=== block 1 ===
Fig. 1: block 1, register map, names as in the netlist
Other sequential cells in the stronger grey, the rest of the logic in the fainter grey.
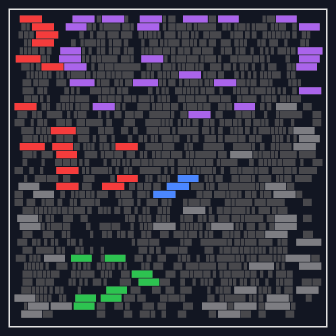

$ cat src/rtl/glitch_sweep_sched.sv
// ----------------------------------------------------------------------------
// glitch_sweep_sched : reset/glitch attempt sequencer with a 2-D delay/length
//                      sweep and a 7-byte per-attempt log record stream
// Revision 1.0
// ----------------------------------------------------------------------------
`default_nettype none

module glitch_sweep_sched #(
    parameter int unsigned RESET_CYCLES   = 16,
    parameter logic [15:0] DELAY_MIN      = 16'h0700,
    parameter logic [15:0] DELAY_MAX      = 16'h0727,
    parameter logic [15:0] LEN_MIN        = 16'h0180,
    parameter logic [15:0] LEN_MAX        = 16'h0190,
    parameter logic [23:0] OBSERVE_CYCLES = 24'h0F0000,
    parameter logic [7:0]  SUCCESS_A      = 8'h88,
    parameter logic [7:0]  SUCCESS_B      = 8'h25
) (
    input  logic        CLK,
    input  logic        RST,
    input  logic        start,
    input  logic        abort,
    input  logic [7:0]  dbg_code,
    output logic        reset_out,
    output logic        glitch_out,
    output logic        busy,
    output logic        hit,
    output logic        sweep_done,
    output logic [15:0] cur_delay,
    output logic [15:0] cur_len,
    output logic [7:0]  log_data,
    output logic        log_valid,
    input  logic        log_ready
);

    typedef enum logic [2:0] {
        S_IDLE    = 3'd0,
        S_RESET   = 3'd1,
        S_DELAY   = 3'd2,
        S_GLITCH  = 3'd3,
        S_OBSERVE = 3'd4,
        S_REPORT  = 3'd5,
        S_HALT    = 3'd6
    } state_t;

    localparam logic [23:0] C_RESET_LOAD = 24'(RESET_CYCLES - 1);
    localparam logic [23:0] C_OBS_LOAD   = OBSERVE_CYCLES - 24'd1;
    localparam logic [2:0]  C_LAST_BYTE  = 3'd6;

    state_t      state_q, state_d;
    logic [23:0] cnt_q, cnt_d;
    logic [2:0]  idx_q, idx_d;
    logic [7:0]  result_q, result_d;
    logic        hit_q, hit_d;
    logic [15:0] delay_q, delay_d;
    logic [15:0] len_q, len_d;
    logic        reset_out_q, reset_out_d;
    logic        glitch_out_q, glitch_out_d;
    logic        busy_q, busy_d;
    logic        sweep_done_q, sweep_done_d;
    logic        log_valid_q, log_valid_d;
    logic [7:0]  log_data_q, log_data_d;

    logic        accept;
    logic        success;

    assign accept  = log_valid_q & log_ready;
    assign success = (dbg_code == SUCCESS_A) || (dbg_code == SUCCESS_B);

    always_comb begin
        state_d      = state_q;
        cnt_d        = cnt_q;
        idx_d        = idx_q;
        result_d     = result_q;
        hit_d        = hit_q;
        delay_d      = delay_q;
        len_d        = len_q;
        sweep_done_d = 1'b0;

        if (abort) begin
            state_d = S_IDLE;
            idx_d   = 3'd0;
        end else begin
            case (state_q)
                S_IDLE: begin
                    if (start) begin
                        state_d = S_RESET;
                        cnt_d   = C_RESET_LOAD;
                    end
                end
                S_HALT: begin
                    if (start) begin
                        state_d = S_RESET;
                        cnt_d   = C_RESET_LOAD;
                        hit_d   = 1'b0;
                    end
                end
                S_RESET: begin
                    if (cnt_q != 24'd0) begin
                        cnt_d = cnt_q - 24'd1;
                    end else if (delay_q == 16'd0) begin
                        // zero delay: glitch fires straight after reset release
                        state_d = S_GLITCH;
                        cnt_d   = {8'd0, len_q} - 24'd1;
                    end else begin
                        state_d = S_DELAY;
                        cnt_d   = {8'd0, delay_q} - 24'd1;
                    end
                end
                S_DELAY: begin
                    if (cnt_q != 24'd0) begin
                        cnt_d = cnt_q - 24'd1;
                    end else begin
                        state_d = S_GLITCH;
                        cnt_d   = {8'd0, len_q} - 24'd1;
                    end
                end
                S_GLITCH: begin
                    if (cnt_q != 24'd0) begin
                        cnt_d = cnt_q - 24'd1;
                    end else begin
                        state_d = S_OBSERVE;
                        cnt_d   = C_OBS_LOAD;
                    end
                end
                S_OBSERVE: begin
                    if (success || (cnt_q == 24'd0)) begin
                        state_d  = S_REPORT;
                        result_d = dbg_code;
                        idx_d    = 3'd0;
                        hit_d    = hit_q | success;
                    end else begin
                        cnt_d = cnt_q - 24'd1;
                    end
                end
                S_REPORT: begin
                    if (accept && (idx_q != C_LAST_BYTE)) begin
                        idx_d = idx_q + 3'd1;
                    end else if (accept) begin
                        idx_d = 3'd0;
                        cnt_d = C_RESET_LOAD;
                        if (hit_q) begin
                            state_d = S_HALT;
                        end else if (delay_q < DELAY_MAX) begin
                            delay_d = delay_q + 16'd1;
                            state_d = S_RESET;
                        end else if (len_q < LEN_MAX) begin
                            delay_d = DELAY_MIN;
                            len_d   = len_q + 16'd1;
                            state_d = S_RESET;
                        end else begin
                            delay_d      = DELAY_MIN;
                            len_d        = LEN_MIN;
                            sweep_done_d = 1'b1;
                            state_d      = S_IDLE;
                        end
                    end
                end
                default: begin
                    state_d = S_IDLE;
                end
            endcase
        end

        // Drive outputs from the next state so they come straight off flops
        reset_out_d  = (state_d == S_RESET);
        glitch_out_d = (state_d == S_GLITCH);
        busy_d       = (state_d != S_IDLE) && (state_d != S_HALT);
        log_valid_d  = (state_d == S_REPORT);
    end

    always_comb begin
        log_data_d = 8'h00;
        if (state_d == S_REPORT) begin
            case (idx_d)
                3'd0:    log_data_d = 8'h55;
                3'd1:    log_data_d = 8'hAA;
                3'd2:    log_data_d = delay_q[15:8];
                3'd3:    log_data_d = delay_q[7:0];
                3'd4:    log_data_d = len_q[15:8];
                3'd5:    log_data_d = len_q[7:0];
                3'd6:    log_data_d = result_d;
                default: log_data_d = 8'h00;
            endcase
        end
    end

    always_ff @(posedge CLK) begin
        if (RST) begin
            state_q      <= S_IDLE;
            cnt_q        <= 24'd0;
            idx_q        <= 3'd0;
            result_q     <= 8'h00;
            hit_q        <= 1'b0;
            delay_q      <= DELAY_MIN;
            len_q        <= LEN_MIN;
            reset_out_q  <= 1'b0;
            glitch_out_q <= 1'b0;
            busy_q       <= 1'b0;
            sweep_done_q <= 1'b0;
            log_valid_q  <= 1'b0;
            log_data_q   <= 8'h00;
        end else begin
            state_q      <= state_d;
            cnt_q        <= cnt_d;
            idx_q        <= idx_d;
            result_q     <= result_d;
            hit_q        <= hit_d;
            delay_q      <= delay_d;
            len_q        <= len_d;
            reset_out_q  <= reset_out_d;
            glitch_out_q <= glitch_out_d;
            busy_q       <= busy_d;
            sweep_done_q <= sweep_done_d;
            log_valid_q  <= log_valid_d;
            log_data_q   <= log_data_d;
        end
    end

    assign reset_out  = reset_out_q;
    assign glitch_out = glitch_out_q;
    assign busy       = busy_q;
    assign hit        = hit_q;
    assign sweep_done = sweep_done_q;
    assign cur_delay  = delay_q;
    assign cur_len    = len_q;
    assign log_data   = log_data_q;
    assign log_valid  = log_valid_q;

endmodule

`default_nettype wire
$ cat config.mk
export PLATFORM = sky130hd
export DESIGN_NAME = glitch_sweep_sched
export DESIGN_NICKNAME = d
export VERILOG_FILES = /design/src/rtl/glitch_sweep_sched.sv
export SDC_FILE = /design/constraint.sdc
export NUM_CORES = 1
export LEC_CHECK = 0
export ABC_AREA = 1
export CAP_MARGIN = 0
export CORE_UTILIZATION = 52
export DETAILED_ROUTE_END_ITERATION = 8
export GPL_TIMING_DRIVEN = 0
export MAX_ROUTING_LAYER = met4
export PLACE_DENSITY_LB_ADDON = 0.05
export RECOVER_POWER = 50
export SLEW_MARGIN = 20
export SYNTH_ARGS = -nofsm -noshare
export SYNTH_HDL_FRONTEND = slang
export SYNTH_SLANG_ARGS = --single-unit
export TNS_END_PERCENT = 5
$ cat constraint.sdc
create_clock -name CLK -period 2.2 [get_ports CLK]
set_clock_uncertainty 0.2 [all_clocks]
set_input_delay 0.33 -clock CLK [delete_from_list [all_inputs] [get_ports CLK]]
set_output_delay 0.33 -clock CLK [all_outputs]
set_load 0.1 [all_outputs]
=== block 2 ===
`config.mk`:
```
export PLATFORM = sky130hd
export DESIGN_NAME = siso_frame_arb_flat
export DESIGN_NICKNAME = d
export VERILOG_FILES = /design/src/rtl/siso_frame_arb_pkg.sv /design/src/rtl/siso_frame_arb_if.sv /design/src/rtl/siso_frame_arb_rr_pick.sv /design/src/rtl/siso_frame_arb.sv /design/src/flat_wrapper.sv
export SDC_FILE = /design/constraint.sdc
export NUM_CORES = 1
export LEC_CHECK = 0
export CORE_ASPECT_RATIO = 2
export CORE_UTILIZATION = 50
export CTS_BUF_LIST = sky130_fd_sc_hd__clkbuf_2 sky130_fd_sc_hd__clkbuf_4 sky130_fd_sc_hd__clkbuf_8
export DETAILED_ROUTE_END_ITERATION = 8
export GPL_ROUTABILITY_DRIVEN = 0
export PLACE_DENSITY = 0.95
export SYNTH_ARGS = -nofsm -noshare
export SYNTH_HDL_FRONTEND = slang
export SYNTH_SLANG_ARGS = --single-unit
```
`constraint.sdc`:
```
create_clock -name clk -period 7.65 [get_ports clk]
set_clock_uncertainty 0.1 [all_clocks]
set_input_delay 1.53 -clock clk [delete_from_list [all_inputs] [get_ports clk]]
set_output_delay 1.53 -clock clk [all_outputs]
set_load 0.02 [all_outputs]
```
`src/rtl/siso_frame_arb_pkg.sv`:
```
// rtl/siso_frame_arb_pkg.sv - shared state encoding and FIFO word layout for the frame arbiter
package siso_frame_arb_pkg;

   typedef enum logic [1:0] {
      ST_IDLE = 2'd0,
      ST_XFER = 2'd1,
      ST_DROP = 2'd2
   } arb_state_e;

   localparam int DEF_DATA_WIDTH = 8;
   localparam int LAST_BIT       = DEF_DATA_WIDTH;

   // FIFO word is {last, data}; the last flag sits just above the payload.
   function automatic int last_bit(input int data_width);
      return data_width;
   endfunction

endpackage

```
`src/rtl/siso_frame_arb_if.sv`:
```
// rtl/siso_frame_arb_if.sv - source/FIFO/status bundle between requesters and the frame arbiter
interface siso_frame_arb_if
   import siso_frame_arb_pkg::*;
#(
   parameter int NUM_SRC    = 4,
   parameter int DATA_WIDTH = 8,
   parameter int LEN_WIDTH  = 11
);
   logic [NUM_SRC-1:0]            src_valid;
   logic [NUM_SRC*DATA_WIDTH-1:0] src_data;
   logic [NUM_SRC-1:0]            src_last;
   logic [NUM_SRC-1:0]            src_ready;
   logic                          fifo_wr_en;
   logic [DATA_WIDTH:0]           fifo_din;
   logic                          fifo_full;
   logic [NUM_SRC-1:0]            grant;
   logic                          busy;
   logic [LEN_WIDTH-1:0]          frame_len;
   logic                          err_trunc;

   modport master (
      output src_valid, src_data, src_last, fifo_full,
      input  src_ready, fifo_wr_en, fifo_din, grant, busy, frame_len, err_trunc
   );

   modport slave (
      input  src_valid, src_data, src_last, fifo_full,
      output src_ready, fifo_wr_en, fifo_din, grant, busy, frame_len, err_trunc
   );
endinterface

```
`src/rtl/siso_frame_arb_rr_pick.sv`:
```
// rtl/siso_frame_arb_rr_pick.sv - combinational round-robin picker starting one past last_ptr
module siso_frame_arb_rr_pick
   import siso_frame_arb_pkg::*;
#(
   parameter int N    = 4,
   parameter int IDXW = 2
) (
   input  logic [N-1:0]    req_i,
   input  logic [IDXW-1:0] last_ptr_i,
   output logic [N-1:0]    gnt_o,
   output logic [IDXW-1:0] idx_o,
   output logic            any_o
);

   always_comb begin
      gnt_o = '0;
      idx_o = '0;
      any_o = 1'b0;
      // k runs 1..N so the previous winner is considered last.
      for (int k = 1; k <= N; k++) begin
         if (!any_o && req_i[(int'(last_ptr_i) + k) % N]) begin
            any_o = 1'b1;
            idx_o = IDXW'((int'(last_ptr_i) + k) % N);
            gnt_o[(int'(last_ptr_i) + k) % N] = 1'b1;
         end
      end
   end

endmodule

```
`src/rtl/siso_frame_arb.sv`:
```
// rtl/siso_frame_arb.sv - frame-granular round-robin arbiter feeding one TX FIFO with length truncation
module siso_frame_arb
   import siso_frame_arb_pkg::*;
#(
   parameter int NUM_SRC    = 4,
   parameter int DATA_WIDTH = 8,
   parameter int MAX_LEN    = 1518,
   parameter int LEN_WIDTH  = $clog2(MAX_LEN + 1)
) (
   input logic             clk,
   input logic             rst_n,
   siso_frame_arb_if.slave bus
);

   localparam int IDXW = (NUM_SRC > 1) ? $clog2(NUM_SRC) : 1;
   localparam int LB   = last_bit(DATA_WIDTH);

   arb_state_e           state_q, state_d;
   logic [NUM_SRC-1:0]   grant_q, grant_d;
   logic [IDXW-1:0]      last_ptr_q, last_ptr_d;
   logic [LEN_WIDTH-1:0] frame_len_q, frame_len_d;

   logic [NUM_SRC-1:0]    pick_gnt;
   logic [IDXW-1:0]       pick_idx;
   logic                  pick_any;
   logic                  own_valid, own_last, force_last;
   logic [DATA_WIDTH-1:0] own_data;
   logic [NUM_SRC-1:0]    src_ready;
   logic                  fifo_wr_en;
   logic [DATA_WIDTH:0]   fifo_din;
   logic                  err_trunc;

   siso_frame_arb_rr_pick #(
      .N    (NUM_SRC),
      .IDXW (IDXW)
   ) u_pick (
      .req_i      (bus.src_valid),
      .last_ptr_i (last_ptr_q),
      .gnt_o      (pick_gnt),
      .idx_o      (pick_idx),
      .any_o      (pick_any)
   );

   // The owner's index is always the last-granted pointer while a frame is open.
   assign own_valid  = bus.src_valid[last_ptr_q];
   assign own_last   = bus.src_last[last_ptr_q];
   assign own_data   = bus.src_data[last_ptr_q*DATA_WIDTH +: DATA_WIDTH];
   assign force_last = (frame_len_q == LEN_WIDTH'(MAX_LEN - 1)) && !own_last;

   always_ff @(posedge clk or negedge rst_n) begin
      if (!rst_n) begin
         state_q     <= ST_IDLE;
         grant_q     <= '0;
         last_ptr_q  <= IDXW'(NUM_SRC - 1);
         frame_len_q <= '0;
      end else begin
         state_q     <= state_d;
         grant_q     <= grant_d;
         last_ptr_q  <= last_ptr_d;
         frame_len_q <= frame_len_d;
      end
   end

   always_comb begin
      state_d     = state_q;
      grant_d     = grant_q;
      last_ptr_d  = last_ptr_q;
      frame_len_d = frame_len_q;
      case (state_q)
         ST_IDLE: begin
            if (pick_any) begin
               grant_d     = pick_gnt;
               last_ptr_d  = pick_idx;
               frame_len_d = '0;
               state_d     = ST_XFER;
            end
         end
         ST_XFER: begin
            if (fifo_wr_en) begin
               frame_len_d = (frame_len_q == LEN_WIDTH'(MAX_LEN)) ? frame_len_q
                                                                 : frame_len_q + 1'b1;
               if (own_last) begin
                  state_d = ST_IDLE;
                  grant_d = '0;
               end else if (force_last) begin
                  state_d = ST_DROP;
               end
            end
         end
         ST_DROP: begin
            if (own_valid && own_last) begin
               state_d = ST_IDLE;
               grant_d = '0;
            end
         end
         default: begin
            state_d = ST_IDLE;
            grant_d = '0;
         end
      endcase
   end

   always_comb begin
      src_ready  = '0;
      fifo_wr_en = 1'b0;
      fifo_din   = '0;
      err_trunc  = 1'b0;
      case (state_q)
         ST_XFER: begin
            src_ready[last_ptr_q]  = ~bus.fifo_full;
            fifo_wr_en             = own_valid & ~bus.fifo_full;
            fifo_din[LB]           = own_last | force_last;
            fifo_din[LB-1:0]       = own_data;
            err_trunc              = fifo_wr_en & force_last;
         end
         ST_DROP: begin
            src_ready[last_ptr_q] = 1'b1;
         end
         default: begin
         end
      endcase
   end

   assign bus.src_ready  = src_ready;
   assign bus.fifo_wr_en = fifo_wr_en;
   assign bus.fifo_din   = fifo_din;
   assign bus.err_trunc  = err_trunc;
   assign bus.grant      = grant_q;
   assign bus.busy       = (state_q != ST_IDLE);
   assign bus.frame_len  = frame_len_q;

endmodule

```
`src/flat_wrapper.sv`:
```
// flat-port wrapper written by rule: the top's interface ports become plain ports
module siso_frame_arb_flat import siso_frame_arb_pkg::*;
#(
   parameter int NUM_SRC    = 4,
   parameter int DATA_WIDTH = 8,
   parameter int MAX_LEN    = 1518,
   parameter int LEN_WIDTH  = $clog2(MAX_LEN + 1)
)
  (clk, rst_n, bus_src_valid, bus_src_data, bus_src_last, bus_fifo_full, bus_src_ready, bus_fifo_wr_en, bus_fifo_din, bus_grant, bus_busy, bus_frame_len, bus_err_trunc);
  siso_frame_arb_if #(.NUM_SRC(NUM_SRC), .DATA_WIDTH(DATA_WIDTH), .LEN_WIDTH(LEN_WIDTH)) bus_i ();
  input logic clk;
  input logic rst_n;
  input wire logic [$bits(bus_i.src_valid)-1:0] bus_src_valid;
  input wire logic [$bits(bus_i.src_data)-1:0] bus_src_data;
  input wire logic [$bits(bus_i.src_last)-1:0] bus_src_last;
  input wire logic [$bits(bus_i.fifo_full)-1:0] bus_fifo_full;
  output wire logic [$bits(bus_i.src_ready)-1:0] bus_src_ready;
  output wire logic [$bits(bus_i.fifo_wr_en)-1:0] bus_fifo_wr_en;
  output wire logic [$bits(bus_i.fifo_din)-1:0] bus_fifo_din;
  output wire logic [$bits(bus_i.grant)-1:0] bus_grant;
  output wire logic [$bits(bus_i.busy)-1:0] bus_busy;
  output wire logic [$bits(bus_i.frame_len)-1:0] bus_frame_len;
  output wire logic [$bits(bus_i.err_trunc)-1:0] bus_err_trunc;
  assign bus_i.src_valid = bus_src_valid;
  assign bus_i.src_data = bus_src_data;
  assign bus_i.src_last = bus_src_last;
  assign bus_i.fifo_full = bus_fifo_full;
  assign bus_src_ready = bus_i.src_ready;
  assign bus_fifo_wr_en = bus_i.fifo_wr_en;
  assign bus_fifo_din = bus_i.fifo_din;
  assign bus_grant = bus_i.grant;
  assign bus_busy = bus_i.busy;
  assign bus_frame_len = bus_i.frame_len;
  assign bus_err_trunc = bus_i.err_trunc;
  siso_frame_arb #(.NUM_SRC(NUM_SRC), .DATA_WIDTH(DATA_WIDTH), .MAX_LEN(MAX_LEN), .LEN_WIDTH(LEN_WIDTH)) u_core (.clk(clk), .rst_n(rst_n), .bus(bus_i));
endmodule
```

==> screenshots <==
Selected gate families.
(a)
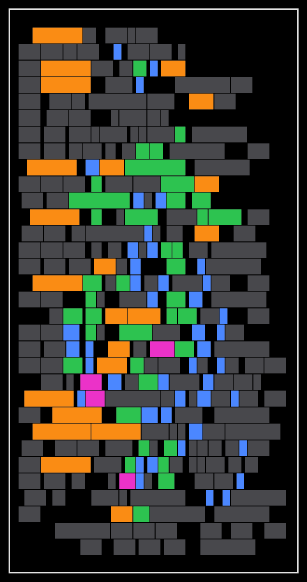
(b)
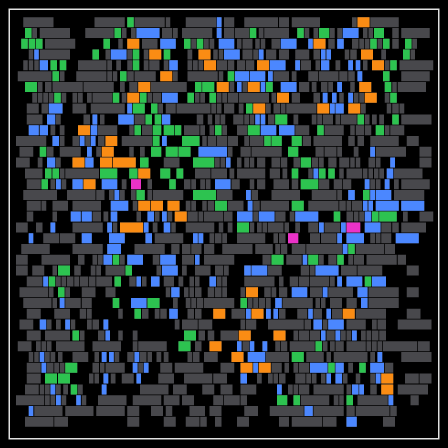
(a) -> block 2
(b) -> block 1
The one with the most cells is (b).

Key to (b):
family	colour	cells	most used
non-inverting ao/oa cells	magenta	3	a21o_1
nor cells	blue	178	nor2_1
xor and xnor cells	orange	45	xor2_1
aoi and oai cells	green	118	a21oi_1

Fig. 2: block 2, register map, names as in the netlist
Other sequential cells in the stronger grey, the rest of the logic in the fainter grey.
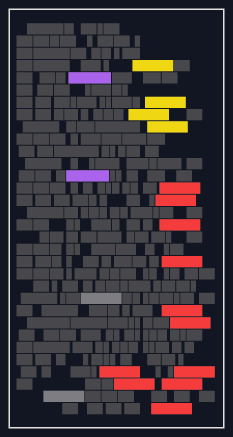
netlist name	colour	flops
u_core.bus.frame_len	red	11
u_core.bus.grant	yellow	4
u_core.last_ptr_q	purple	2
not coloured	2
Register Area: 478 µm²
register share of the cell area: 0.169
utilization after layout: 0.730
Seq group: 202 µW

==> impl_summary.log, block 2 <==
[report] extracting results
INFO  metric clock_power_share = 0.076
INFO  metric post-route-min-period = around 5500 ps
INFO  metric synth_top_cell_by_count = nor2_1
INFO  metric syn_area_per_cell = roughly 9.3 µm²
INFO  metric worst_ir_drop_on_vdd = 240 µV
INFO  metric mux_area_frac = 0.184
INFO  metric grt_util_all_layers = 0.317
INFO  metric n_antenna_cell = 0
INFO  metric outcome = complete, no violations
INFO  metric startpoint_of_the_worst_register_to_register_path = u_core.last_ptr_q[0]
INFO  metric hold_path_class = reg2reg
INFO  metric vias_per_cell = ~6.4
INFO  metric most_used_cells_in_the_layout_excluding_fill_and_tap_cells = clkdlybuf4s50_1, nor2_1, dfrtp_1, inv_1, ha_1
INFO  metric synthCells = around 220
INFO  metric wire_length_of_the_first_global_routing_pass = between 10,000 and 15,000 µm
INFO  metric post-route-period-util = 0.724
INFO  metric n_multi_input_combinational_cell = 174
INFO  metric place_ws = about 2100 ps
INFO  metric worstHoldEndpoint = u_core.bus.grant[1]
INFO  metric layout_top_cell = clkdlybuf4s50_1
INFO  metric wirelength = between 6000 and 7000 µm
INFO  metric tritoncts = done
## block 2: sequential cells by signal, indices dropped and copies added (netlist names)
signal                flops
u_core.bus.frame_len     11
u_core.bus.grant          4
u_core.last_ptr_q         2
u_core.state_q            2
## block 2: per-layer routing
layer / part of all wire / track usage / vias up / wire [µm]
li1: - / - / 954 / -
met1: 0.33 / 0.320 / 1033 / 1990
met2: 0.56 / 0.550 / 123 / 3430
met3: 0.051 / 0.0487 / 39 / 312
met4: 0.058 / 0.198 / 0 / 354
met5: 0 / 0 / - / 0
Fig. 3: block 1, supply network
Pins as bars on the die edge.
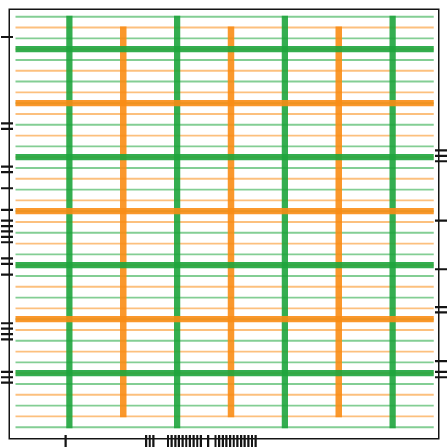
net	colour
VSS	green
VDD	orange
met5 straps	7
signal pins	59
met4 straps	7
core region area: 10,900 µm²
worst ir drop on vdd: 356 µV
die height: 108 µm
DIE WIDTH: 108 µm

## Picture notes: Fig. 1
netlist name	colour	flops
log_data	green	8
cnt_q	purple	24
cur_len	red	16
idx_q	blue	3
not coloured	33
utilization after layout: 0.730
Seq group: 1540 µW
Register Area: 1780 µm²

==> impl_summary.log, block 1 <==
[report] extracting results
INFO  metric clock_power_share = 0.317
INFO  metric numSequentialCells = approximately 84
INFO  metric row_count = 38
INFO  metric max_cap_viol_count = 0
INFO  metric p_switching = 1100 µW
INFO  metric synthFlopType = dfxtp_1
INFO  metric finalWorstSetupSlack = -110 ps
INFO  metric vias_per_cell = a little under 6
INFO  metric ys.warnings.count = 0
INFO  metric layout_top_cell = nand2_1
INFO  metric synthCells = around 900
INFO  metric die_area = 11,600 µm²
INFO  metric finalSetupViolations = 27
INFO  metric cts.htree.levels = 3
INFO  metric outcome = finished with violations
INFO  metric final_area = a little under 8000 µm²
INFO  metric clock.fmax = roughly 430 MHz
INFO  metric comb_share = 0.532
INFO  metric critical_path_cell_count = 12
INFO  metric synth.cell_area = between 5000 and 6000 µm²
INFO  metric r2r_end = cur_delay[9]
INFO  metric violated_checks = negative setup slack
INFO  metric worst_hold_path.num_cells = 2
INFO  metric filler_cell_count = 914
INFO  metric crit_chain = inv_2, ha_4, nand2_4, nor3_4, nand2_2, inv_4, nand4_1, nor2_2, nand3_2, nor3_2, xor2_1, or2_1
[block 1: tightest hold or removal path, cell delays in order (launching register included)]
cell and delay (ps):
dfxtp_1 330, nand2_1 60, a21oi_1 50
[block 1: flip-flops by register name, indices dropped and copies added, names as in the netlist]
name        flops
hit             1
state_q         3
reset_out       1
sweep_done      1
glitch_out      1
cnt_q          24
cur_len        16
cur_delay      16
idx_q           3
busy            1
result_q        8
log_data        8
log_valid       1

=== block 3 ===
Fig. 4: block 3, selected gate families
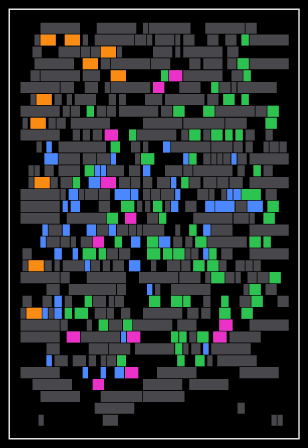

==> src/rtl/led_pkg.sv <==
// Shared front-panel/LED definitions: button FSM states, clock rate and the
// blink-mode on/off table used by both the mode selector and the blinker.
package led_pkg;

    localparam int unsigned CLK_HZ = 27000000;

    typedef enum logic [2:0] {
        IDLE       = 3'd0,
        PRESS_DB   = 3'd1,
        HELD       = 3'd2,
        LONG_HELD  = 3'd3,
        RELEASE_DB = 3'd4
    } btn_state_t;

    typedef struct packed {
        logic [3:0] on_secs;
        logic [3:0] off_secs;
    } mode_times_t;

    // Modes beyond the four table entries wrap onto entry (mode % 4).
    function automatic mode_times_t mode_times(input logic [3:0] mode);
        mode_times_t t;
        case (mode & 4'd3)
            4'd0:    t = '{on_secs: 4'd2, off_secs: 4'd1};
            4'd1:    t = '{on_secs: 4'd1, off_secs: 4'd3};
            4'd2:    t = '{on_secs: 4'd1, off_secs: 4'd1};
            4'd3:    t = '{on_secs: 4'd3, off_secs: 4'd0};
            default: t = '{on_secs: 4'd2, off_secs: 4'd1};
        endcase
        return t;
    endfunction

endpackage

==> src/rtl/sync2.sv <==
// Two-flop synchroniser for asynchronous board inputs; the reset value is
// chosen per input so the idle level is seen while in reset.
module sync2 #(
    parameter logic RST_VAL = 1'b0
) (
    input  logic clk,
    input  logic rst,
    input  logic d,
    output logic q
);

    logic meta_r;

    // Metastability filter: d -> meta_r -> q.
    always_ff @(posedge clk or negedge rst) begin
        if (!rst) begin
            meta_r <= RST_VAL;
            q      <= RST_VAL;
        end else begin
            meta_r <= d;
            q      <= meta_r;
        end
    end

endmodule

==> src/rtl/btn_mode_sel.sv <==
// Debounced push-button front end: short press steps the blink mode, long
// press returns to mode 0; drives registered on/off times and a reload pulse.
module btn_mode_sel
    import led_pkg::*;
#(
    parameter int unsigned DEB_CYCLES  = 540000,
    parameter int unsigned LONG_CYCLES = 27000000,
    parameter int unsigned NUM_MODES   = 4,
    localparam int unsigned MODE_W     = $clog2(NUM_MODES)
) (
    input  logic              clk,
    input  logic              rst,
    input  logic              btn_n,
    output logic [MODE_W-1:0] mode,
    output logic              mode_pulse,
    output logic [3:0]        on_secs,
    output logic [3:0]        off_secs,
    output logic              btn_level
);

    localparam int unsigned DEB_W  = $clog2(DEB_CYCLES);
    localparam int unsigned HOLD_W = $clog2(LONG_CYCLES);

    localparam logic [DEB_W-1:0]  DEB_LAST  = DEB_W'(DEB_CYCLES - 1);
    localparam logic [HOLD_W-1:0] HOLD_LAST = HOLD_W'(LONG_CYCLES - 1);
    localparam logic [MODE_W-1:0] MODE_LAST = MODE_W'(NUM_MODES - 1);

    logic              btn_s;
    btn_state_t        state_r;
    btn_state_t        state_s;
    logic [DEB_W-1:0]  deb_cnt_r;
    logic [DEB_W-1:0]  deb_cnt_s;
    logic [HOLD_W-1:0] hold_cnt_r;
    logic [HOLD_W-1:0] hold_cnt_s;
    logic              long_flag_r;
    logic              long_flag_s;
    logic [MODE_W-1:0] mode_s;
    logic              pulse_s;
    mode_times_t       times_s;
    logic              level_s;

    // btn_s is 1 while released; reset value keeps the FSM idle.
    sync2 #(
        .RST_VAL (1'b1)
    ) u_sync (
        .clk (clk),
        .rst (rst),
        .d   (btn_n),
        .q   (btn_s)
    );

    // Next-state, counter and mode-update logic for the press classifier.
    always_comb begin
        state_s     = state_r;
        deb_cnt_s   = deb_cnt_r;
        hold_cnt_s  = hold_cnt_r;
        long_flag_s = long_flag_r;
        mode_s      = mode;
        pulse_s     = 1'b0;
        case (state_r)
            IDLE: begin
                if (!btn_s) begin
                    state_s   = PRESS_DB;
                    deb_cnt_s = '0;
                end else begin
                    state_s = IDLE;
                end
            end
            PRESS_DB: begin
                if (btn_s) begin
                    state_s = IDLE;
                end else if (deb_cnt_r == DEB_LAST) begin
                    state_s    = HELD;
                    hold_cnt_s = '0;
                    deb_cnt_s  = '0;
                end else begin
                    deb_cnt_s = deb_cnt_r + DEB_W'(1);
                end
            end
            HELD: begin
                // Long press takes priority over a release seen in the same cycle.
                if (hold_cnt_r == HOLD_LAST) begin
                    state_s = LONG_HELD;
                    mode_s  = '0;
                    pulse_s = 1'b1;
                end else if (btn_s) begin
                    state_s     = RELEASE_DB;
                    long_flag_s = 1'b0;
                    deb_cnt_s   = '0;
                    hold_cnt_s  = hold_cnt_r + HOLD_W'(1);
                end else begin
                    hold_cnt_s = hold_cnt_r + HOLD_W'(1);
                end
            end
            LONG_HELD: begin
                if (btn_s) begin
                    state_s     = RELEASE_DB;
                    long_flag_s = 1'b1;
                    deb_cnt_s   = '0;
                end else begin
                    state_s = LONG_HELD;
                end
            end
            RELEASE_DB: begin
                // A re-press resumes hold timing where it left off.
                if (!btn_s) begin
                    state_s = long_flag_r ? LONG_HELD : HELD;
                end else if (deb_cnt_r == DEB_LAST) begin
                    state_s   = IDLE;
                    deb_cnt_s = '0;
                    if (!long_flag_r) begin
                        mode_s  = (mode == MODE_LAST) ? '0 : mode + MODE_W'(1);
                        pulse_s = 1'b1;
                    end else begin
                        mode_s = mode;
                    end
                end else begin
                    deb_cnt_s = deb_cnt_r + DEB_W'(1);
                end
            end
            default: begin
                state_s = IDLE;
            end
        endcase
    end

    assign times_s = mode_times(4'(mode_s));
    assign level_s = (state_s == HELD) || (state_s == LONG_HELD) ||
                     (state_s == RELEASE_DB);

    // FSM state and counters.
    always_ff @(posedge clk or negedge rst) begin
        if (!rst) begin
            state_r     <= IDLE;
            deb_cnt_r   <= '0;
            hold_cnt_r  <= '0;
            long_flag_r <= 1'b0;
        end else begin
            state_r     <= state_s;
            deb_cnt_r   <= deb_cnt_s;
            hold_cnt_r  <= hold_cnt_s;
            long_flag_r <= long_flag_s;
        end
    end

    // Registered outputs; mode, times and pulse change on the same edge.
    always_ff @(posedge clk or negedge rst) begin
        if (!rst) begin
            mode       <= '0;
            mode_pulse <= 1'b0;
            on_secs    <= 4'd2;
            off_secs   <= 4'd1;
            btn_level  <= 1'b0;
        end else begin
            mode       <= mode_s;
            mode_pulse <= pulse_s;
            on_secs    <= times_s.on_secs;
            off_secs   <= times_s.off_secs;
            btn_level  <= level_s;
        end
    end

endmodule

==> config.mk <==
export PLATFORM = sky130hd
export DESIGN_NAME = btn_mode_sel
export DESIGN_NICKNAME = d
export VERILOG_FILES = /design/src/rtl/led_pkg.sv /design/src/rtl/sync2.sv /design/src/rtl/btn_mode_sel.sv
export SDC_FILE = /design/constraint.sdc
export NUM_CORES = 1
export LEC_CHECK = 0
export ABC_AREA = 0
export CAP_MARGIN = 0
export CORE_AREA = 2 2 64 96
export CTS_BUF_LIST = sky130_fd_sc_hd__clkbuf_4 sky130_fd_sc_hd__clkbuf_8
export CTS_CLUSTER_SIZE = 28
export DETAILED_ROUTE_END_ITERATION = 6
export DIE_AREA = 0 0 66 98
export MAX_ROUTING_LAYER = met4
export PLACE_DENSITY_LB_ADDON = 0.3
export SKIP_LAST_GASP = 1
export SLEW_MARGIN = 20
export SYNTH_ARGS = -nofsm -noshare
export SYNTH_HDL_FRONTEND = slang
export SYNTH_SLANG_ARGS = --single-unit
==> constraint.sdc <==
create_clock -name clk -period 3.1 [get_ports clk]
set_input_delay 0.775 -clock clk [delete_from_list [all_inputs] [get_ports clk]]
set_output_delay 0.775 -clock clk [all_outputs]
set_load 0.1 [all_outputs]
=== block 4 ===
[src/rtl/cfeb_readout_seq_if.sv]
// cfeb_readout_seq_if: readout control, ADC/header inputs and sequencer outputs of the CFEB readout path
//   master: drives i_* (trigger logic, ADC bank, header sources); receives o_*
//   slave : the sequencer; receives i_*, drives o_*
//   i_push, i_xload, i_lastword, i_sendcheck, i_oecrc, i_ovlpint : readout control
//   i_data[15:0], i_k1adc..i_k6adc[12:0], i_l1anout[5:0], i_status[23:0] : word sources
//   o_scam150, o_adcclk, o_en50, o_dis50, o_scawrite : free-running frame strobes
//   o_oen_b[6:1], o_lpush_b, o_end, o_overlap, o_out[15:0] : ADC enables, FIFO side
interface cfeb_readout_seq_if;
    logic        i_push, i_xload, i_lastword, i_sendcheck, i_oecrc, i_ovlpint;
    logic [15:0] i_data;
    logic [12:0] i_k1adc, i_k2adc, i_k3adc, i_k4adc, i_k5adc, i_k6adc;
    logic [5:0]  i_l1anout;
    logic [23:0] i_status;
    logic        o_scam150, o_adcclk, o_en50, o_dis50, o_scawrite;
    logic        o_lpush_b, o_end, o_overlap;
    logic [6:1]  o_oen_b;
    logic [15:0] o_out;
    modport master (
        output i_push, i_xload, i_lastword, i_sendcheck, i_oecrc, i_ovlpint, i_data,
               i_k1adc, i_k2adc, i_k3adc, i_k4adc, i_k5adc, i_k6adc, i_l1anout, i_status,
        input  o_scam150, o_adcclk, o_en50, o_dis50, o_scawrite, o_lpush_b, o_end,
               o_overlap, o_oen_b, o_out
    );
    modport slave (
        input  i_push, i_xload, i_lastword, i_sendcheck, i_oecrc, i_ovlpint, i_data,
               i_k1adc, i_k2adc, i_k3adc, i_k4adc, i_k5adc, i_k6adc, i_l1anout, i_status,
        output o_scam150, o_adcclk, o_en50, o_dis50, o_scawrite, o_lpush_b, o_end,
               o_overlap, o_oen_b, o_out
    );
endinterface

[src/rtl/cfeb_readout_seq.sv]
// cfeb_readout_seq: CFEB frame timing, ADC enable sequencing and 16-bit output mux with running CRC-16
//   i_clk   : 40 MHz clock, rising edge
//   i_rst_b : synchronous active-low reset
//   bus     : cfeb_readout_seq_if.slave (control, word sources, strobes, FIFO-side outputs)
module cfeb_readout_seq #(
    parameter int          NADC     = 6,
    parameter logic [15:0] CRC_POLY = 16'h8005
) (
    input logic               i_clk,
    input logic               i_rst_b,
    cfeb_readout_seq_if.slave bus
);
    function automatic logic [15:0] f_crc(input logic [15:0] c, input logic [15:0] d);
        logic [15:0] r;
        r = c ^ d;
        for (int i = 0; i < 16; i++) r = r[15] ? (r << 1) ^ CRC_POLY : r << 1;
        return r;
    endfunction
    logic [2:0]  r_ph;
    logic        r_scam, r_adcclk, r_en50, r_dis50, r_scaw;
    logic [6:1]  r_oen;
    logic        r_hx1, r_push1, r_sc1, r_oec1, r_fire1, r_pend;
    logic [1:0]  r_hn;
    logic [15:0] r_out, r_crc;
    logic        r_lpush_b, r_oec2, r_end, r_ovl;
    logic [2:0]  w_ph_nx;
    logic        w_hx, w_fire;
    logic [1:0]  w_hn_nx;
    logic [12:0] w_adc;
    logic [15:0] w_hdr, w_crc_nx, w_out_nx;
    always_comb begin
        w_ph_nx  = (r_ph == 3'(NADC - 1)) ? 3'd0 : r_ph + 3'd1;
        w_hx     = bus.i_push && bus.i_xload;
        // header index restarts on the rising edge of PUSH&XLOAD and saturates on the DATA slot
        w_hn_nx  = (w_hx && r_hx1) ? ((r_hn == 2'd3) ? 2'd3 : r_hn + 2'd1) : 2'd0;
        w_fire   = bus.i_sendcheck && (r_pend || bus.i_lastword);
        w_adc    = !r_oen[1] ? bus.i_k1adc : !r_oen[2] ? bus.i_k2adc : !r_oen[3] ? bus.i_k3adc :
                   !r_oen[4] ? bus.i_k4adc : !r_oen[5] ? bus.i_k5adc : bus.i_k6adc;
        w_hdr    = (r_hn == 2'd0) ? {10'h000, bus.i_l1anout} : (r_hn == 2'd1) ? bus.i_status[15:0] :
                   (r_hn == 2'd2) ? {8'h00, bus.i_status[23:16]} : bus.i_data;
        // the word now on OUT is folded in here, so a CRC slot right behind it already covers it
        w_crc_nx = r_oec2 ? 16'h0000 : !r_lpush_b ? f_crc(r_crc, r_out) : r_crc;
        w_out_nx = r_oec1 ? w_crc_nx : !(&r_oen) ? {3'b000, w_adc} : r_hx1 ? w_hdr : 16'h0000;
    end
    always_ff @(posedge i_clk) begin
        if (!i_rst_b) begin
            r_ph      <= 3'd0;
            r_scam    <= 1'b1;
            r_adcclk  <= 1'b0;
            r_en50    <= 1'b1;
            r_dis50   <= 1'b0;
            r_scaw    <= 1'b0;
            r_oen     <= 6'h3F;
            r_hx1     <= 1'b0;
            r_hn      <= 2'd0;
            r_push1   <= 1'b0;
            r_sc1     <= 1'b0;
            r_oec1    <= 1'b0;
            r_fire1   <= 1'b0;
            r_pend    <= 1'b0;
            r_out     <= 16'h0000;
            r_lpush_b <= 1'b1;
            r_oec2    <= 1'b0;
            r_end     <= 1'b0;
            r_ovl     <= 1'b0;
            r_crc     <= 16'h0000;
        end else begin
            r_ph      <= w_ph_nx;
            r_scam    <= w_ph_nx < 3'd3;
            r_adcclk  <= w_ph_nx >= 3'd1 && w_ph_nx <= 3'd3;
            r_en50    <= w_ph_nx < 3'd2;
            r_dis50   <= w_ph_nx == 3'd3 || w_ph_nx == 3'd4;
            r_scaw    <= w_ph_nx == 3'd2;
            r_oen     <= (bus.i_push && !bus.i_xload) ? ~(6'b000001 << r_ph) : 6'h3F;
            r_hx1     <= w_hx;
            r_hn      <= w_hn_nx;
            r_push1   <= bus.i_push;
            r_sc1     <= bus.i_sendcheck;
            r_oec1    <= bus.i_oecrc;
            r_fire1   <= w_fire;
            r_pend    <= (r_pend || bus.i_lastword) && !bus.i_sendcheck;
            r_out     <= w_out_nx;
            r_lpush_b <= !(r_push1 || r_sc1);
            r_oec2    <= r_oec1;
            r_end     <= r_fire1;
            // a new overlap in the END cycle keeps the flag set
            r_ovl     <= bus.i_ovlpint || (r_ovl && !r_fire1);
            r_crc     <= w_crc_nx;
        end
    end
    assign bus.o_scam150 = r_scam;
    assign bus.o_adcclk  = r_adcclk;
    assign bus.o_en50    = r_en50;
    assign bus.o_dis50   = r_dis50;
    assign bus.o_scawrite = r_scaw;
    assign bus.o_oen_b   = r_oen;
    assign bus.o_out     = r_out;
    assign bus.o_lpush_b = r_lpush_b;
    assign bus.o_end     = r_end;
    assign bus.o_overlap = r_ovl;
endmodule

[src/flat_wrapper.sv]
// flat-port wrapper written by rule: the top's interface ports become plain ports
module cfeb_readout_seq_flat 
#(
    parameter int          NADC     = 6,
    parameter logic [15:0] CRC_POLY = 16'h8005
)
  (i_clk, i_rst_b, bus_i_push, bus_i_xload, bus_i_lastword, bus_i_sendcheck, bus_i_oecrc, bus_i_ovlpint, bus_i_data, bus_i_k1adc, bus_i_k2adc, bus_i_k3adc, bus_i_k4adc, bus_i_k5adc, bus_i_k6adc, bus_i_l1anout, bus_i_status, bus_o_scam150, bus_o_adcclk, bus_o_en50, bus_o_dis50, bus_o_scawrite, bus_o_lpush_b, bus_o_end, bus_o_overlap, bus_o_oen_b, bus_o_out);
  cfeb_readout_seq_if bus_i ();
  input logic i_clk;
  input logic i_rst_b;
  input wire logic [$bits(bus_i.i_push)-1:0] bus_i_push;
  input wire logic [$bits(bus_i.i_xload)-1:0] bus_i_xload;
  input wire logic [$bits(bus_i.i_lastword)-1:0] bus_i_lastword;
  input wire logic [$bits(bus_i.i_sendcheck)-1:0] bus_i_sendcheck;
  input wire logic [$bits(bus_i.i_oecrc)-1:0] bus_i_oecrc;
  input wire logic [$bits(bus_i.i_ovlpint)-1:0] bus_i_ovlpint;
  input wire logic [$bits(bus_i.i_data)-1:0] bus_i_data;
  input wire logic [$bits(bus_i.i_k1adc)-1:0] bus_i_k1adc;
  input wire logic [$bits(bus_i.i_k2adc)-1:0] bus_i_k2adc;
  input wire logic [$bits(bus_i.i_k3adc)-1:0] bus_i_k3adc;
  input wire logic [$bits(bus_i.i_k4adc)-1:0] bus_i_k4adc;
  input wire logic [$bits(bus_i.i_k5adc)-1:0] bus_i_k5adc;
  input wire logic [$bits(bus_i.i_k6adc)-1:0] bus_i_k6adc;
  input wire logic [$bits(bus_i.i_l1anout)-1:0] bus_i_l1anout;
  input wire logic [$bits(bus_i.i_status)-1:0] bus_i_status;
  output wire logic [$bits(bus_i.o_scam150)-1:0] bus_o_scam150;
  output wire logic [$bits(bus_i.o_adcclk)-1:0] bus_o_adcclk;
  output wire logic [$bits(bus_i.o_en50)-1:0] bus_o_en50;
  output wire logic [$bits(bus_i.o_dis50)-1:0] bus_o_dis50;
  output wire logic [$bits(bus_i.o_scawrite)-1:0] bus_o_scawrite;
  output wire logic [$bits(bus_i.o_lpush_b)-1:0] bus_o_lpush_b;
  output wire logic [$bits(bus_i.o_end)-1:0] bus_o_end;
  output wire logic [$bits(bus_i.o_overlap)-1:0] bus_o_overlap;
  output wire logic [$bits(bus_i.o_oen_b)-1:0] bus_o_oen_b;
  output wire logic [$bits(bus_i.o_out)-1:0] bus_o_out;
  assign bus_i.i_push = bus_i_push;
  assign bus_i.i_xload = bus_i_xload;
  assign bus_i.i_lastword = bus_i_lastword;
  assign bus_i.i_sendcheck = bus_i_sendcheck;
  assign bus_i.i_oecrc = bus_i_oecrc;
  assign bus_i.i_ovlpint = bus_i_ovlpint;
  assign bus_i.i_data = bus_i_data;
  assign bus_i.i_k1adc = bus_i_k1adc;
  assign bus_i.i_k2adc = bus_i_k2adc;
  assign bus_i.i_k3adc = bus_i_k3adc;
  assign bus_i.i_k4adc = bus_i_k4adc;
  assign bus_i.i_k5adc = bus_i_k5adc;
  assign bus_i.i_k6adc = bus_i_k6adc;
  assign bus_i.i_l1anout = bus_i_l1anout;
  assign bus_i.i_status = bus_i_status;
  assign bus_o_scam150 = bus_i.o_scam150;
  assign bus_o_adcclk = bus_i.o_adcclk;
  assign bus_o_en50 = bus_i.o_en50;
  assign bus_o_dis50 = bus_i.o_dis50;
  assign bus_o_scawrite = bus_i.o_scawrite;
  assign bus_o_lpush_b = bus_i.o_lpush_b;
  assign bus_o_end = bus_i.o_end;
  assign bus_o_overlap = bus_i.o_overlap;
  assign bus_o_oen_b = bus_i.o_oen_b;
  assign bus_o_out = bus_i.o_out;
  cfeb_readout_seq #(.NADC(NADC), .CRC_POLY(CRC_POLY)) u_core (.i_clk(i_clk), .i_rst_b(i_rst_b), .bus(bus_i));
endmodule
[config.mk]
export PLATFORM = sky130hd
export DESIGN_NAME = cfeb_readout_seq_flat
export DESIGN_NICKNAME = d
export VERILOG_FILES = /design/src/rtl/cfeb_readout_seq_if.sv /design/src/rtl/cfeb_readout_seq.sv /design/src/flat_wrapper.sv
export SDC_FILE = /design/constraint.sdc
export NUM_CORES = 1
export LEC_CHECK = 0
export CORE_ASPECT_RATIO = 2
export CORE_UTILIZATION = 42
export DETAILED_ROUTE_END_ITERATION = 10
export GPL_TIMING_DRIVEN = 0
export PLACE_DENSITY = 0.78
export SLEW_MARGIN = 25
export SYNTH_ARGS = -nofsm -noshare
export SYNTH_HDL_FRONTEND = slang
export SYNTH_SLANG_ARGS = --single-unit
[constraint.sdc]
create_clock -name i_clk -period 3.22 [get_ports i_clk]
set_input_delay 0.483 -clock i_clk [delete_from_list [all_inputs] [get_ports i_clk]]
set_output_delay 0.483 -clock i_clk [all_outputs]
set_load 0.1 [all_outputs]
Fig. 5: block 3, clock nets
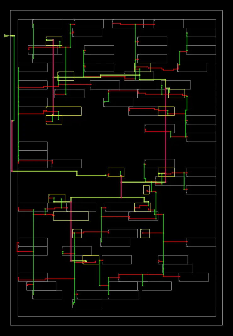
total clock buffers created by CTS: 9
num sequential: 59
TritonCTS sink count: 59
count of clock-net buffers in the final layout: 12

## Picture notes: Fig. 4
family	colour	cells	most used
non-inverting ao/oa cells	magenta	12	a22o_1
aoi and oai cells	green	67	o31ai_1
nor cells	blue	46	nor2_1
mux cells	orange	10	mux2i_1
multi-input combinational area share: 0.474
non-filler cells, final: 469
most frequent logic cell in the layout: dfrtp_1

==> impl_summary.log, block 3 <==
[report] extracting results
INFO  metric syn_area_per_cell = 9.22 µm²
INFO  metric cpLargestDelayFamily = simple AND/OR/NAND/NOR gates
INFO  metric outcome = complete, no violations
INFO  metric number_of_antenna_violations_at_the_first_check_in_global_routing = 0
INFO  metric clock_power_share = 0.492
INFO  metric n_antenna_cell = 0
INFO  metric grt.overflow.total = 0
INFO  metric maxPowerGroup = the clock network
INFO  metric yosysCellCount = about 380
INFO  metric synth.cell_area = 3460 µm²
INFO  metric flop_pwr_share = 0.467
INFO  metric global_route.usage.met3 = 0.0611
INFO  metric crit_chain = or4b_4, or4_4, or3_1, and3_4, a21oi_1, ha_1, inv_1
INFO  metric place.gp.congestion = 0.868
INFO  metric top_cell_area_share = 0.398
INFO  metric timing_max_transition_violations_final = 0
INFO  metric synth-area-yosys = 3460 µm²
INFO  metric initial_detailed_routing_violation_count = about 310
INFO  metric crit_path_max_fanout = 8
INFO  metric sequential_cell_area = 1480 µm²
INFO  metric route.vias.total = a little over 3,000
-- block 3: final timing paths --
path / startpoint / to / slack (ps) / cells past startpoint
worst max-delay path: hold_cnt_r[18] / on_secs[1] / 380 / 7
worst min-delay path: u_sync.meta_r / u_sync.q / 350 / 0
worst max register to register: hold_cnt_r[18] / on_secs[1] / 380 / 7
worst min register to register: u_sync.meta_r / u_sync.q / 350 / 0
max in group asynchronous: rst / on_secs[1] / 2030 / 2
min in group asynchronous: rst / deb_cnt_r[5] / 410 / 1
Fig. 6: block 4, cell classes on the final placement
The bar under the picture is 20 µm long. Fill, decap, tap and diode cells in grey.
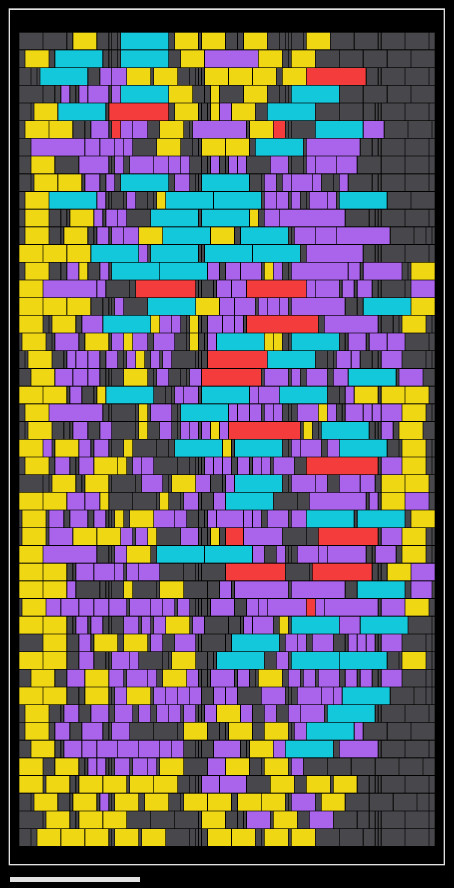
class	colour	cells
clock drivers and dummy loads	red	16
registers	cyan	58
remaining buffers and delay cells	yellow	189
remaining logic cells	purple	318
final instance area: 5570 µm²
utilization after layout: 0.696

==> impl_summary.log, block 4 <==
[report] extracting results
INFO  metric outcome = complete, no violations
INFO  metric cts.path.max_buffers = 2
INFO  metric cp_startpoint_kind = register
INFO  metric row_count = ~46
INFO  metric dr.max_layer_used = met4
INFO  metric worst_setup_path_endpoint = u_core.bus.o_out[15]
INFO  metric number_of_antenna_violations_at_the_first_check_in_global_routing = 0
INFO  metric chipHeight = 131 µm
INFO  metric floorplan.initialDensity = 0.439
INFO  metric cpMaxStageDelayCell = xnor3_1
INFO  metric timing.critical_path.arrival = 2810 ps
INFO  metric dominant-cell-class = logic gates
INFO  metric syn_area_per_cell = 8.66 µm²
INFO  metric clk_root_buffer_cell = clkbuf_16
INFO  metric n_clock_buffer = 11
INFO  metric tritoncts = done
INFO  metric crit_chain = xnor2_1, xnor3_1, xnor3_2, xnor3_1, or4_1, o211ai_1
INFO  metric total_clock_buffers_created_by_cts = 9
INFO  metric post_layout_nonfiller_instances = about 680
INFO  metric fin_setup_tns = 0 ps
INFO  metric combGateArea = roughly 2200 µm²
INFO  metric synth_top_cell_by_count = dfxtp_1
INFO  metric hold_path_class = reg2reg
INFO  metric cp_num_buf_inv = 0
INFO  metric post-route-min-period = between 2000 and 3000 ps
INFO  metric synthCells = about 400
INFO  metric pg_seq = between 800 and 900 µW
block 4: worst reg2reg max path: cells and delay by family, from the launching register on:
family           cells  cell delay, ps
AND-OR/OR-AND        1             100
XOR/XNOR             4            1640
flip-flops           1             320
AND/OR/NAND/NOR      1             410
block 4: cells by family (layout without fill, tap and decap cells):
logic type | after synthesis | count (layout) | synth area share
mux | 22 | 22 | 0.0849
flops | 58 | 58 | 0.331
fa+ha+maj | 1 | 1 | 0.00357
buf+inv | 44 | 220 | 0.0471
compound gates | 114 | 114 | 0.200
xor+xnor | 42 | 42 | 0.161
simple gates | 124 | 124 | 0.173


==> layout pictures side by side <==
Supply network.
Pins as bars on the die edge.
Plate I
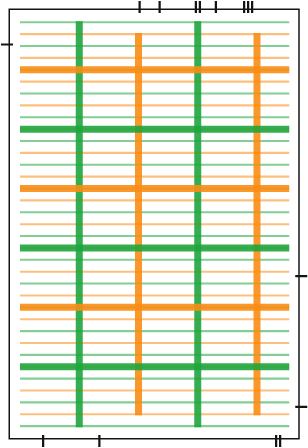
Plate II
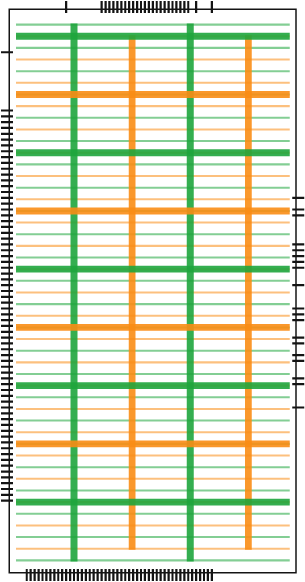
Plate III
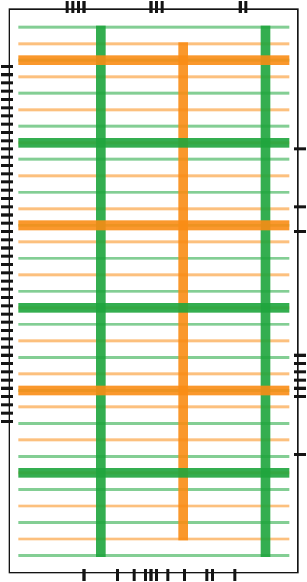
Plate I: block 3
Plate II: block 4
Plate III: block 2
Of these, smallest die: Plate III
Of these, largest die: Plate II

Key to Plate III:
net	colour
VDD	orange
VSS	green
met4 straps	3
met1 rails	33
met5 straps	6
signal pins	74
rows	32

Power and IR drop assume default switching activity.
